# design 1

design_1/port_nets.png
Scale bar: 50 um.
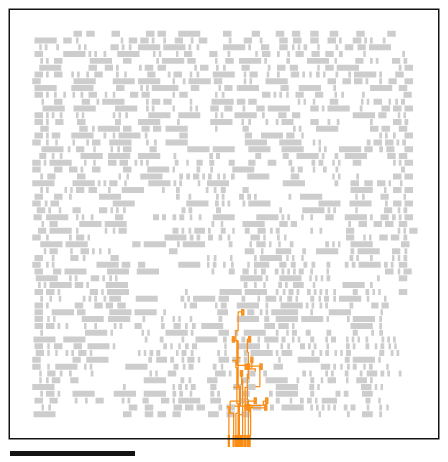
design_1/final_congestion.png
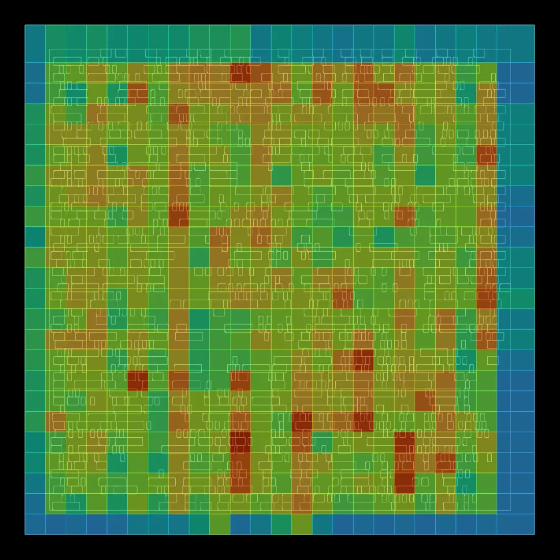
<file path="config.mk">
export PLATFORM = sky130hd
export DESIGN_NAME = ychg_sched
export DESIGN_NICKNAME = d
export VERILOG_FILES = /design/src/rtl/ychg_pkg.sv /design/src/rtl/ymem_rr_arb.sv /design/src/rtl/ychg_sched.sv
export SDC_FILE = /design/constraint.sdc
export NUM_CORES = 1
export LEC_CHECK = 0
export ABC_AREA = 1
export CAP_MARGIN = 5
export CELL_PAD_IN_SITES_DETAIL_PLACEMENT = 1
export CELL_PAD_IN_SITES_GLOBAL_PLACEMENT = 1
export CORE_MARGIN = 8
export CORE_UTILIZATION = 28
export CTS_CLUSTER_SIZE = 10
export DETAILED_ROUTE_END_ITERATION = 8
export PLACE_DENSITY_LB_ADDON = 0.12
export SLEW_MARGIN = 20
export SYNTH_ARGS = -nofsm -noshare
export SYNTH_HDL_FRONTEND = slang
export SYNTH_SLANG_ARGS = --single-unit
</file>
<file path="constraint.sdc">
create_clock -name clock -period 4.91 [get_ports clock]
set_input_delay 1.2275 -clock clock [delete_from_list [all_inputs] [get_ports clock]]
set_output_delay 1.2275 -clock clock [all_outputs]
set_load 0.01 [all_outputs]
</file>
<file path="src/rtl/ychg_pkg.sv">
// Shared types and widths for the Y-matrix change scheduler.
package ychg_pkg;

    localparam int unsigned ROW_W   = 16;
    localparam int unsigned CPLX_W  = 24;
    localparam int unsigned YWORD_W = 256;
    localparam int unsigned RSVD_W  = 8;
    localparam int unsigned CHG_W   = 2 * ROW_W + 2 * CPLX_W + RSVD_W;

    localparam logic [1:0] GNT_FREE = 2'b00;
    localparam logic [1:0] GNT_FILT = 2'b01;
    localparam logic [1:0] GNT_EXT  = 2'b10;

    typedef struct packed {
        logic [ROW_W-1:0]  row;
        logic [ROW_W-1:0]  col;
        logic [CPLX_W-1:0] re;
        logic [CPLX_W-1:0] im;
    } chg_rec_t;

    typedef enum logic [2:0] {
        ST_IDLE  = 3'd0,
        ST_FETCH = 3'd1,
        ST_LOAD  = 3'd2,
        ST_ISSUE = 3'd3,
        ST_WAIT  = 3'd4,
        ST_NEXT  = 3'd5,
        ST_DONE  = 3'd6,
        ST_ABORT = 3'd7
    } sched_state_t;

endpackage

</file>
<file path="src/rtl/ymem_rr_arb.sv">
// Two-requester locking round-robin arbiter for the Y-memory read port.
// A grant is held until the owner releases; filt can also be flushed on abort.
module ymem_rr_arb
    import ychg_pkg::*;
(
    input  logic       clock,
    input  logic       reset,
    input  logic       reqFilt,
    input  logic       relFilt,
    input  logic       flushFilt,
    input  logic       reqExt,
    input  logic       relExt,
    output logic [1:0] gnt
);

    logic [1:0] gntNext;
    logic       extFirst;
    logic       extFirstNext;

    // Release wins over a simultaneous request; new grants only from the free state.
    always_comb begin
        gntNext      = gnt;
        extFirstNext = extFirst;
        if (gnt[0]) begin
            if (relFilt || flushFilt) gntNext = GNT_FREE;
        end else if (gnt[1]) begin
            if (relExt) gntNext = GNT_FREE;
        end else if (reqFilt && !flushFilt && !(reqExt && extFirst)) begin
            gntNext      = GNT_FILT;
            extFirstNext = 1'b1;
        end else if (reqExt) begin
            gntNext      = GNT_EXT;
            extFirstNext = 1'b0;
        end
    end

    always_ff @(posedge clock or posedge reset) begin
        if (reset) begin
            gnt      <= GNT_FREE;
            extFirst <= 1'b0;
        end else begin
            gnt      <= gntNext;
            extFirst <= extFirstNext;
        end
    end

endmodule

</file>
<file path="src/rtl/ychg_sched.sv">
// Walks change records through filt_yVal one at a time, with a per-change
// watchdog, and shares the Y-memory read port with an external requester.
module ychg_sched
    import ychg_pkg::*;
#(
    parameter int unsigned AW      = 8,
    parameter int unsigned TIMEOUT = 1024
) (
    input  logic              clock,
    input  logic              reset,
    input  logic              start,
    input  logic [AW:0]       num_chg,
    output logic              chg_rd_en,
    output logic [AW-1:0]     chg_addr,
    input  logic [CHG_W-1:0]  chg_rdata,
    output logic              filt_EN,
    output logic [ROW_W-1:0]  chng_row,
    output logic [ROW_W-1:0]  chng_col,
    output logic [CPLX_W-1:0] chng_real,
    output logic [CPLX_W-1:0] chng_img,
    input  logic              filt_done,
    input  logic              filt_req,
    input  logic [ROW_W-1:0]  filt_row,
    input  logic              filt_rel,
    input  logic              ext_req,
    input  logic [ROW_W-1:0]  ext_row,
    input  logic              ext_rel,
    output logic              ymem_rd_en,
    output logic [ROW_W-1:0]  ymem_row,
    input  logic              ymem_rdy,
    output logic              filt_rdy,
    output logic              ext_rdy,
    output logic [1:0]        gnt,
    output logic              busy,
    output logic              all_done,
    output logic              timeout_err,
    output logic [AW:0]       chg_count
);

    localparam int unsigned CW  = AW + 1;
    localparam int unsigned WDW = (TIMEOUT > 1) ? $clog2(TIMEOUT + 1) : 1;

    sched_state_t   state, stateNext;
    logic [CW-1:0]  idx, idxNext;
    logic [CW-1:0]  numChgR, numChgNext;
    logic [CW-1:0]  countNext;
    logic [WDW-1:0] wdCnt, wdNext;
    logic           errNext;
    logic           zeroDone;
    logic           chgRdEnNext, filtEnNext, busyNext, allDoneNext, flushFilt;
    logic [AW-1:0]  chgAddrNext;
    chg_rec_t       rec;
    logic           unusedRsvd;

    assign unusedRsvd = ^chg_rdata[RSVD_W-1:0];

    // Next state plus the next value of every registered output.
    always_comb begin
        stateNext  = state;
        idxNext    = idx;
        numChgNext = numChgR;
        countNext  = chg_count;
        wdNext     = wdCnt;
        errNext    = timeout_err;
        zeroDone   = 1'b0;
        case (state)
            ST_IDLE: begin
                if (start) begin
                    errNext    = 1'b0;
                    countNext  = '0;
                    idxNext    = '0;
                    numChgNext = num_chg;
                    if (num_chg == '0) zeroDone  = 1'b1;
                    else               stateNext = ST_FETCH;
                end
            end
            ST_FETCH: stateNext = ST_LOAD;
            ST_LOAD: begin
                stateNext = ST_ISSUE;
                wdNext    = '0;
            end
            ST_ISSUE: begin
                stateNext = ST_WAIT;
                if (TIMEOUT != 0) wdNext = wdCnt + WDW'(1);
            end
            ST_WAIT: begin
                if (filt_done) begin
                    stateNext = ST_NEXT;
                    if (chg_count < numChgR) countNext = chg_count + CW'(1);
                end else if (TIMEOUT != 0 && wdCnt >= WDW'(TIMEOUT - 1)) begin
                    stateNext = ST_ABORT;
                    errNext   = 1'b1;
                end else if (TIMEOUT != 0) begin
                    wdNext = wdCnt + WDW'(1);
                end
            end
            ST_NEXT: begin
                if (idx < numChgR) idxNext = idx + CW'(1);
                stateNext = (idxNext == numChgR) ? ST_DONE : ST_FETCH;
            end
            ST_DONE:  stateNext = ST_IDLE;
            ST_ABORT: stateNext = ST_IDLE;
            default:  stateNext = ST_IDLE;
        endcase

        chgRdEnNext = (stateNext == ST_FETCH);
        filtEnNext  = (stateNext == ST_ISSUE) || (stateNext == ST_WAIT);
        busyNext    = (stateNext != ST_IDLE);
        allDoneNext = zeroDone || (stateNext == ST_DONE) || (stateNext == ST_ABORT);
        flushFilt   = (stateNext == ST_ABORT);
        chgAddrNext = chgRdEnNext ? idxNext[AW-1:0] : chg_addr;
    end

    always_ff @(posedge clock or posedge reset) begin
        if (reset) begin
            state       <= ST_IDLE;
            idx         <= '0;
            numChgR     <= '0;
            wdCnt       <= '0;
            chg_count   <= '0;
            timeout_err <= 1'b0;
            chg_rd_en   <= 1'b0;
            chg_addr    <= '0;
            filt_EN     <= 1'b0;
            busy        <= 1'b0;
            all_done    <= 1'b0;
            rec         <= '0;
        end else begin
            state       <= stateNext;
            idx         <= idxNext;
            numChgR     <= numChgNext;
            wdCnt       <= wdNext;
            chg_count   <= countNext;
            timeout_err <= errNext;
            chg_rd_en   <= chgRdEnNext;
            chg_addr    <= chgAddrNext;
            filt_EN     <= filtEnNext;
            busy        <= busyNext;
            all_done    <= allDoneNext;
            if (state == ST_LOAD) rec <= chg_rec_t'(chg_rdata[CHG_W-1:RSVD_W]);
        end
    end

    assign chng_row  = rec.row;
    assign chng_col  = rec.col;
    assign chng_real = rec.re;
    assign chng_img  = rec.im;

    ymem_rr_arb uArb (
        .clock     (clock),
        .reset     (reset),
        .reqFilt   (filt_req & filt_EN),
        .relFilt   (filt_rel),
        .flushFilt (flushFilt),
        .reqExt    (ext_req),
        .relExt    (ext_rel),
        .gnt       (gnt)
    );

    // Memory-side handshake follows the registered grant within the cycle.
    assign ymem_rd_en = (gnt[0] & filt_req & filt_EN) | (gnt[1] & ext_req);
    assign ymem_row   = gnt[1] ? ext_row : (gnt[0] ? filt_row : '0);
    assign filt_rdy   = ymem_rdy & gnt[0];
    assign ext_rdy    = ymem_rdy & gnt[1];

endmodule

</file>
==> summary.txt <==
Results of the full flow below.

Hold path:
- The run gives the worst min-delay path category as register to register.
- The launch point of the worst min-delay path is recorded as chng_row[1]$_DFFE_PP0P_.

Finish:
- The run gives the most common library cell in the layout ignoring fill and taps as sky130_fd_sc_hd__nand2_1.
- The run gives the count of non-filler cells in the finished layout as 1459.
- Non-clock buffering takes up 25.1% of total cell area after layout.
- Looking at the area split, the leading class of cells is sequential cells.
- The run gives the layout inverter count without the clock tree as 76.
- The run gives the fraction of area in registers as 33.5%.
- The run puts the final standard cell area without fillers at 0.0102 sq mm.
- The run puts the layout multi-input combinational cell count at 632.

Synthesis:
- The run gives the area fraction in full adders, half adders and majority gates as 3.52%.
- Among all cell types in the netlist, the one instantiated most often is sky130_fd_sc_hd__nand2_1.
- The run puts the number of synthesized flops with an enable pin at 0.
- The run puts the async set or reset register ratio after synthesis at 100%.
- Summing the sequential cell areas from Yosys gives 50.8% of the chip area.
- The run gives the area share of the leading cell type in the synthesized netlist as 50.8%.
- The run gives the unique cell type count in the Yosys netlist as 32.
- The run puts the fraction of synthesized area in multiplexers at 0%.
- The run gives the mean area per synthesized cell as 7.75 sq um.
- The run gives the complex-gate fraction of the synthesized area as 4.85%.

Critical path:
- Following the worst setup path forward leads to its endpoint at ymem_rd_en.
- STA classifies the critical path startpoint as an input pin.
- The run gives the reg-to-reg setup timing slack as 1850 ps.
- The run puts the depth of the worst register-to-register path at 18.
- In this design, the critical path's most frequently occurring cell is sky130_fd_sc_hd__clkdlybuf4s50_1.

Route:
- Per the post-route antenna check, the number of violating nets is 0.
- The run gives the number of remaining DRC errors as 0.
- After detailed routing, no signal wire sits above met4.
- The routed layout has 6520 vias.

GRT:
- The run gives the number of antenna violations at the first check in global routing as 0.

Power:
- Looking at the power breakdown, the clock network takes 21.2% of the total.
- The report lists the power per cell area as 615 mW/mm^2.
- Sequential cells account for 30.5% of the total power.
- Of the total power, the share spent switching nets is 41.0%.

Placement:
- The run gives the worst-case setup slack after placement as 1100 ps.
- Counting tap cells, the placed design contains a total of 1427 instances.
- The wire-length estimate of the detail-placed layout is 17900 um.

Timing:
- The run gives the final number of setup-violating endpoints as 0.

Clock network:
- Once the clock tree was built, the resizer swapped 0 gates to a different size.
- The run gives the maximum buffer depth of the clock tree as 2.

Die:
- The run gives the width of the chip as 171 um.
- The run gives the effective utilization at floorplan as 28.1%.
- Per the OpenROAD floorplan log, the area of the core is 0.0240 sq mm.

Outcome:
- The run finished with clean final reports.
Notes on design_1/port_nets.png above:
color	port	bits	direction	edge	end cells	buffers	wire
orange	num_chg	9	input	bottom	11	9	313 um
number of buffers added on ports: 252
num ports: 261

Notes on design_1/final_congestion.png above:
met1 Track Usage GR: 19.1%
layer with the highest usage after global routing: met2
average wire per cell in the routed design: 16.2 um

==> flip-flops by register name, summed over array words and instances (netlist names) <==
name / cells
uArb.gnt: 2
chng_row: 16
chng_col: 16
chg_count: 9
chng_real: 24
timeout_err: 1
state: 3
wdCnt: 11
chg_addr: 8
numChgR: 9
busy: 1
uArb.extFirst: 1
filt_EN: 1
chng_img: 24
all_done: 1
chg_rd_en: 1
idx: 9
==> worst max-delay path, delay by kind of cell <==
family	cells	cell delay, ps
buffers and inverters	3	1190
AOI/OAI and AO/OA	1	180

# design 2

<file path="src/rtl/hazard_stall_unit_if.sv">
// Hazard/stall controller bus.
// Groups the ID/EXE hazard inputs and the pipeline-control outputs of
// hazard_stall_unit. The master modport belongs to the pipeline, which
// drives the hazard inputs. The slave modport belongs to the controller.
// STALL_COUNT exists only when STALL_PERF_COUNT_EN is defined.
interface hazard_stall_unit_if;
    logic [4:0]  ID_ADDR1;
    logic [4:0]  ID_ADDR2;
    logic [6:0]  ID_OPCODE;
    logic [4:0]  EXE_ADDR;
    logic        EXE_MEMREAD;
    logic        EXE_MULDIV;
    logic        MULDIV_DONE;
    logic        BJ_TAKEN;
    logic        PC_WRITE;
    logic        IF_ID_WRITE;
    logic        IF_ID_FLUSH;
    logic        ID_EXE_BUBBLE;
    logic        EXE_HOLD;
    logic        EXE_MEM_BUBBLE;
    logic        MULDIV_ERR;
    logic [1:0]  STATE;
`ifdef STALL_PERF_COUNT_EN
    logic [31:0] STALL_COUNT;
`endif

    modport master (
        output ID_ADDR1, ID_ADDR2, ID_OPCODE, EXE_ADDR, EXE_MEMREAD,
               EXE_MULDIV, MULDIV_DONE, BJ_TAKEN,
        input  PC_WRITE, IF_ID_WRITE, IF_ID_FLUSH, ID_EXE_BUBBLE, EXE_HOLD,
               EXE_MEM_BUBBLE, MULDIV_ERR, STATE
`ifdef STALL_PERF_COUNT_EN
        , input STALL_COUNT
`endif
    );

    modport slave (
        input  ID_ADDR1, ID_ADDR2, ID_OPCODE, EXE_ADDR, EXE_MEMREAD,
               EXE_MULDIV, MULDIV_DONE, BJ_TAKEN,
        output PC_WRITE, IF_ID_WRITE, IF_ID_FLUSH, ID_EXE_BUBBLE, EXE_HOLD,
               EXE_MEM_BUBBLE, MULDIV_ERR, STATE
`ifdef STALL_PERF_COUNT_EN
        , output STALL_COUNT
`endif
    );
endinterface

</file>
<file path="src/rtl/hazard_stall_unit.sv">
// hazard_stall_unit: pipeline interlock controller for the RV32IM 5-stage core.
// It stalls PC and IF/ID and injects bubbles on load-use hazards. It holds
// EXE while a multi-cycle DIV/REM runs, with a watchdog release. It flushes
// IF/ID and ID/EXE on a taken branch or jump.
// Ports:
//   CLK, RESET   clock and asynchronous active-high reset
//   hz (slave)   hazard inputs from ID/EXE, pipeline enables and bubbles out,
//                STATE for debug, STALL_COUNT when STALL_PERF_COUNT_EN is set
// Parameters: LOAD_STALL_CYCLES (1..7), MULDIV_TIMEOUT (2..255)
// Optional feature macro: STALL_PERF_COUNT_EN (free-running stall-cycle count)
module hazard_stall_unit #(
    parameter int LOAD_STALL_CYCLES = 1,
    parameter int MULDIV_TIMEOUT    = 40
) (
    input logic           CLK,
    input logic           RESET,
    hazard_stall_unit_if.slave hz
);
    typedef enum logic [1:0] {
        RUN        = 2'b00,
        LOAD_STALL = 2'b01,
        MULDIV     = 2'b10
    } state_t;

    localparam logic [7:0] LS_RELOAD = 8'(LOAD_STALL_CYCLES - 1);
    localparam logic [7:0] TMO       = 8'(MULDIV_TIMEOUT);

    localparam logic [6:0] OPC_JALR   = 7'b1100111;
    localparam logic [6:0] OPC_LOAD   = 7'b0000011;
    localparam logic [6:0] OPC_STORE  = 7'b0100011;
    localparam logic [6:0] OPC_OPIMM  = 7'b0010011;
    localparam logic [6:0] OPC_OP     = 7'b0110011;
    localparam logic [6:0] OPC_BRANCH = 7'b1100011;

    state_t     state;
    logic [7:0] cnt;

    logic rs1_used, rs2_used, load_use;
    logic pc_write, if_id_write, if_id_flush, id_exe_bubble;
    logic exe_hold, exe_mem_bubble, muldiv_err;

    // A field counts as a source only when the opcode reads that register.
    // This keeps immediate bits in the rs2 slot from raising false hazards.
    always_comb begin
        rs1_used = (hz.ID_OPCODE == OPC_JALR)  || (hz.ID_OPCODE == OPC_LOAD)  ||
                   (hz.ID_OPCODE == OPC_STORE) || (hz.ID_OPCODE == OPC_OPIMM) ||
                   (hz.ID_OPCODE == OPC_OP)    || (hz.ID_OPCODE == OPC_BRANCH);
        rs2_used = (hz.ID_OPCODE == OPC_STORE) || (hz.ID_OPCODE == OPC_OP) ||
                   (hz.ID_OPCODE == OPC_BRANCH);
    end

    assign load_use = hz.EXE_MEMREAD && (hz.EXE_ADDR != 5'd0) &&
                      ((rs1_used && (hz.ID_ADDR1 == hz.EXE_ADDR)) ||
                       (rs2_used && (hz.ID_ADDR2 == hz.EXE_ADDR)));

    // Outputs respond in the same cycle as the hazard. RESET forces the
    // no-stall defaults regardless of state or inputs.
    always_comb begin
        pc_write       = 1'b1;
        if_id_write    = 1'b1;
        if_id_flush    = 1'b0;
        id_exe_bubble  = 1'b0;
        exe_hold       = 1'b0;
        exe_mem_bubble = 1'b0;
        muldiv_err     = 1'b0;
        if (!RESET) begin
            case (state)
                RUN: begin
                    if (hz.BJ_TAKEN) begin
                        if_id_flush   = 1'b1;
                        id_exe_bubble = 1'b1;
                    end else if (hz.EXE_MULDIV) begin
                        if (!hz.MULDIV_DONE) begin
                            pc_write       = 1'b0;
                            if_id_write    = 1'b0;
                            exe_hold       = 1'b1;
                            exe_mem_bubble = 1'b1;
                        end
                    end else if (load_use) begin
                        pc_write      = 1'b0;
                        if_id_write   = 1'b0;
                        id_exe_bubble = 1'b1;
                    end
                end
                // EXE holds only bubbles here, so BJ_TAKEN cannot be real.
                LOAD_STALL: begin
                    pc_write      = 1'b0;
                    if_id_write   = 1'b0;
                    id_exe_bubble = 1'b1;
                end
                MULDIV: begin
                    if (hz.MULDIV_DONE) begin
                        // release: defaults
                    end else if (cnt == TMO) begin
                        muldiv_err = 1'b1;
                    end else begin
                        pc_write       = 1'b0;
                        if_id_write    = 1'b0;
                        exe_hold       = 1'b1;
                        exe_mem_bubble = 1'b1;
                    end
                end
                default: ;
            endcase
        end
    end

    // LOAD_STALL counts down the remaining bubbles.
    // MULDIV counts wait cycles up toward the watchdog limit.
    always_ff @(posedge CLK or posedge RESET) begin
        if (RESET) begin
            state <= RUN;
            cnt   <= 8'd0;
        end else begin
            case (state)
                RUN: begin
                    if (hz.BJ_TAKEN) begin
                        state <= RUN;
                    end else if (hz.EXE_MULDIV) begin
                        if (!hz.MULDIV_DONE) begin
                            cnt   <= 8'd1;
                            state <= MULDIV;
                        end
                    end else if (load_use && (LOAD_STALL_CYCLES > 1)) begin
                        cnt   <= LS_RELOAD;
                        state <= LOAD_STALL;
                    end
                end
                LOAD_STALL: begin
                    if (cnt <= 8'd1) begin
                        cnt   <= 8'd0;
                        state <= RUN;
                    end else begin
                        cnt <= cnt - 8'd1;
                    end
                end
                MULDIV: begin
                    if (hz.MULDIV_DONE || (cnt >= TMO)) begin
                        cnt   <= 8'd0;
                        state <= RUN;
                    end else begin
                        cnt <= cnt + 8'd1;
                    end
                end
                default: begin
                    cnt   <= 8'd0;
                    state <= RUN;
                end
            endcase
        end
    end

`ifdef STALL_PERF_COUNT_EN
    logic [31:0] stall_cnt;
    always_ff @(posedge CLK or posedge RESET) begin
        if (RESET)         stall_cnt <= 32'd0;
        else if (!pc_write) stall_cnt <= stall_cnt + 32'd1;
    end
    assign hz.STALL_COUNT = stall_cnt;
`endif

    assign hz.PC_WRITE       = pc_write;
    assign hz.IF_ID_WRITE    = if_id_write;
    assign hz.IF_ID_FLUSH    = if_id_flush;
    assign hz.ID_EXE_BUBBLE  = id_exe_bubble;
    assign hz.EXE_HOLD       = exe_hold;
    assign hz.EXE_MEM_BUBBLE = exe_mem_bubble;
    assign hz.MULDIV_ERR     = muldiv_err;
    assign hz.STATE          = state;
endmodule
</file>
<file path="src/flat_wrapper.sv">
// flat-port wrapper written by rule: the top's interface ports become plain ports
module hazard_stall_unit_flat 
#(
    parameter int LOAD_STALL_CYCLES = 1,
    parameter int MULDIV_TIMEOUT    = 40
)
  (CLK, RESET, hz_ID_ADDR1, hz_ID_ADDR2, hz_ID_OPCODE, hz_EXE_ADDR, hz_EXE_MEMREAD, hz_EXE_MULDIV, hz_MULDIV_DONE, hz_BJ_TAKEN, hz_PC_WRITE, hz_IF_ID_WRITE, hz_IF_ID_FLUSH, hz_ID_EXE_BUBBLE, hz_EXE_HOLD, hz_EXE_MEM_BUBBLE, hz_MULDIV_ERR, hz_STATE);
  hazard_stall_unit_if hz_i ();
  input logic CLK;
  input logic RESET;
  input wire logic [$bits(hz_i.ID_ADDR1)-1:0] hz_ID_ADDR1;
  input wire logic [$bits(hz_i.ID_ADDR2)-1:0] hz_ID_ADDR2;
  input wire logic [$bits(hz_i.ID_OPCODE)-1:0] hz_ID_OPCODE;
  input wire logic [$bits(hz_i.EXE_ADDR)-1:0] hz_EXE_ADDR;
  input wire logic [$bits(hz_i.EXE_MEMREAD)-1:0] hz_EXE_MEMREAD;
  input wire logic [$bits(hz_i.EXE_MULDIV)-1:0] hz_EXE_MULDIV;
  input wire logic [$bits(hz_i.MULDIV_DONE)-1:0] hz_MULDIV_DONE;
  input wire logic [$bits(hz_i.BJ_TAKEN)-1:0] hz_BJ_TAKEN;
  output wire logic [$bits(hz_i.PC_WRITE)-1:0] hz_PC_WRITE;
  output wire logic [$bits(hz_i.IF_ID_WRITE)-1:0] hz_IF_ID_WRITE;
  output wire logic [$bits(hz_i.IF_ID_FLUSH)-1:0] hz_IF_ID_FLUSH;
  output wire logic [$bits(hz_i.ID_EXE_BUBBLE)-1:0] hz_ID_EXE_BUBBLE;
  output wire logic [$bits(hz_i.EXE_HOLD)-1:0] hz_EXE_HOLD;
  output wire logic [$bits(hz_i.EXE_MEM_BUBBLE)-1:0] hz_EXE_MEM_BUBBLE;
  output wire logic [$bits(hz_i.MULDIV_ERR)-1:0] hz_MULDIV_ERR;
  output wire logic [$bits(hz_i.STATE)-1:0] hz_STATE;
  assign hz_i.ID_ADDR1 = hz_ID_ADDR1;
  assign hz_i.ID_ADDR2 = hz_ID_ADDR2;
  assign hz_i.ID_OPCODE = hz_ID_OPCODE;
  assign hz_i.EXE_ADDR = hz_EXE_ADDR;
  assign hz_i.EXE_MEMREAD = hz_EXE_MEMREAD;
  assign hz_i.EXE_MULDIV = hz_EXE_MULDIV;
  assign hz_i.MULDIV_DONE = hz_MULDIV_DONE;
  assign hz_i.BJ_TAKEN = hz_BJ_TAKEN;
  assign hz_PC_WRITE = hz_i.PC_WRITE;
  assign hz_IF_ID_WRITE = hz_i.IF_ID_WRITE;
  assign hz_IF_ID_FLUSH = hz_i.IF_ID_FLUSH;
  assign hz_ID_EXE_BUBBLE = hz_i.ID_EXE_BUBBLE;
  assign hz_EXE_HOLD = hz_i.EXE_HOLD;
  assign hz_EXE_MEM_BUBBLE = hz_i.EXE_MEM_BUBBLE;
  assign hz_MULDIV_ERR = hz_i.MULDIV_ERR;
  assign hz_STATE = hz_i.STATE;
  hazard_stall_unit #(.LOAD_STALL_CYCLES(LOAD_STALL_CYCLES), .MULDIV_TIMEOUT(MULDIV_TIMEOUT)) u_core (.CLK(CLK), .RESET(RESET), .hz(hz_i));
endmodule
</file>
<file path="config.mk">
export PLATFORM = sky130hd
export DESIGN_NAME = hazard_stall_unit_flat
export DESIGN_NICKNAME = d
export VERILOG_FILES = /design/src/rtl/hazard_stall_unit_if.sv /design/src/rtl/hazard_stall_unit.sv /design/src/flat_wrapper.sv
export SDC_FILE = /design/constraint.sdc
export NUM_CORES = 1
export LEC_CHECK = 0
export CORE_AREA = 2 2 46 48
export DETAILED_ROUTE_END_ITERATION = 10
export DIE_AREA = 0 0 48 50
export GPL_ROUTABILITY_DRIVEN = 0
export PLACE_DENSITY = 0.85
export SYNTH_ARGS = -nofsm -noshare
export SYNTH_HDL_FRONTEND = slang
export SYNTH_SLANG_ARGS = --single-unit
export TNS_END_PERCENT = 30
</file>
<file path="constraint.sdc">
create_clock -name CLK -period 2.1 [get_ports CLK]
set_input_delay 0.315 -clock CLK [delete_from_list [all_inputs] [get_ports CLK]]
set_output_delay 0.315 -clock CLK [all_outputs]
set_load 0.01 [all_outputs]
</file>
design_2/port_nets.png
Scale bar: 10 um.
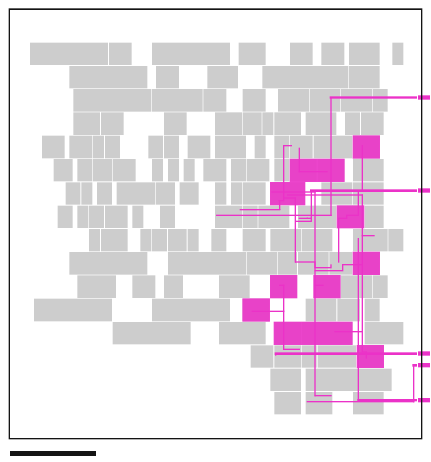
color	port	bits	direction	edge	end cells	buffers	wire
magenta	hz_EXE_ADDR	5	input	right	12	7	249 um

==> summary.txt <==
Results of the full flow below.

GRT:
- The run puts the aggregate global-route resource usage at 19.1%.
- The run gives the number of global-route vias before repair as 788.

Die:
- The run puts the tap cell instance count at 27.

Power:
- The run gives the net load switching power as 266 uW.
- The run puts the overall power at 722 uW.
- The run puts the part of the total power dissipated in sequential elements at 32.5%.
- The run puts the power consumed by the clock network at 135 uW.

Timing:
- The last timing report of the flow puts the setup violation total at 1.
- The run puts the post-route worst setup slack at -6.50 ps.
- The run puts the part of the cycle the worst path needs at 100%.

Placement:
- The run puts the final HPWL from detailed placement at 1830 um.
- The run gives the placed instance count as 152.

Synthesis:
- The run gives the netlist area before placement as 697 sq um.
- The run gives the count of mapped cells out of synthesis as 82.
- In the synthesized netlist the dominant register cell turns out to be sky130_fd_sc_hd__dfrtp_1.
- Per the synth log, the flip-flop and latch total comes to 9.
- Summing the sequential cell areas from Yosys gives 32.3% of the chip area.

Finish:
- The run gives the multi-input gate area in the final layout as 487 sq um.
- Excluding fillers, the count of instances in the completed layout stands at 157.

Clock network:
- The tree built by TritonCTS fans out to 9 sinks.
- The run gives the clock transition at the register clock pins on the worst setup and hold paths after CTS as 60 ps.

Outcome:
- The checks that failed: setup timing.
- The flow ran to the end, but the final reports show violations.

Route:
- The DRC violation total left in the routed layout is recorded as 0.

Critical path:
- The run gives the critical register-to-register path endpoint as u_core.cnt[3]$_DFFE_PP0P_.
design_2/pdn.png
Pins as bars on the die edge. Tap cells in gray.
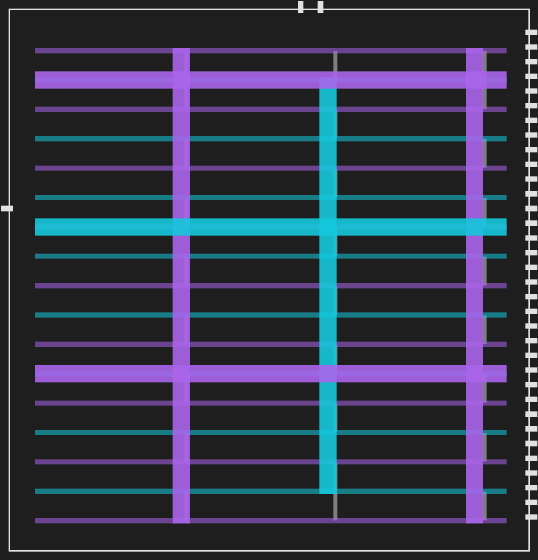
color	net
purple	VSS
cyan	VDD
met4 straps	3
rows	16
met5 straps	3
met1 rails	17
Die Span Y: 50 um
core area: 0.00190 sq mm
peak supply drop: 513 uV
Horiz. Die Dim: 48 um

==> cells by family after synthesis <==
group / count (synthesis) / share of synthesized area (%)
other: 1 / 0.538
buffers and inverters: 9 / 6.46
xor gates and xnor gates: 10 / 12.6
DFF: 9 / 32.3
adders and majority gates: 2 / 3.59
and+or+nand+nor: 31 / 24.4
AOI/OAI and AO/OA: 20 / 20.1
==> sequential cells by signal, summed over array words and instances (netlist names) <==
signal           flops
u_core.hz.STATE      1
u_core.cnt           8
==> routing by layer <==
metal  wire length [um]  up-vias
met2               1090       38
met3                290        3
met5                  0        -
li1                   -      384
met1                901      367
met4                 25        0


==> layout pictures side by side <==
Wiring by layer.
Two of the layers only.
(a)
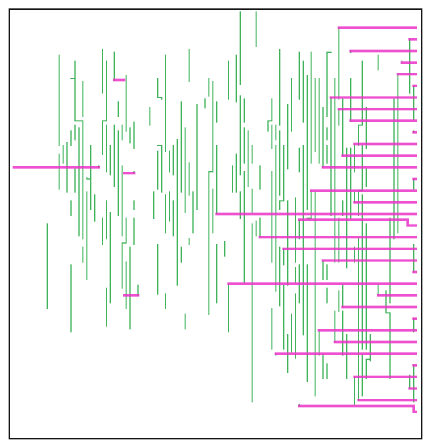
(b)
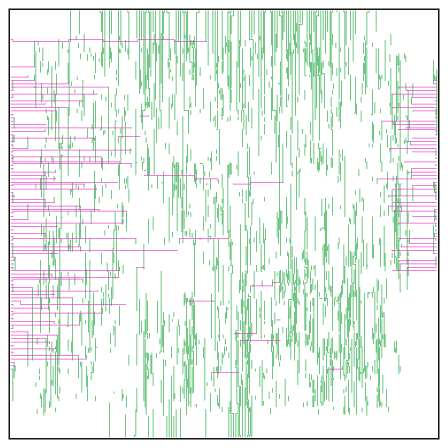
(a) is design 2.
(b) is design 1.

Key to (a):
color	layer	wire length
green	met2	1090 um
magenta	met3	291 um

No activity file was given, so power comes from the tool's default toggle rates.
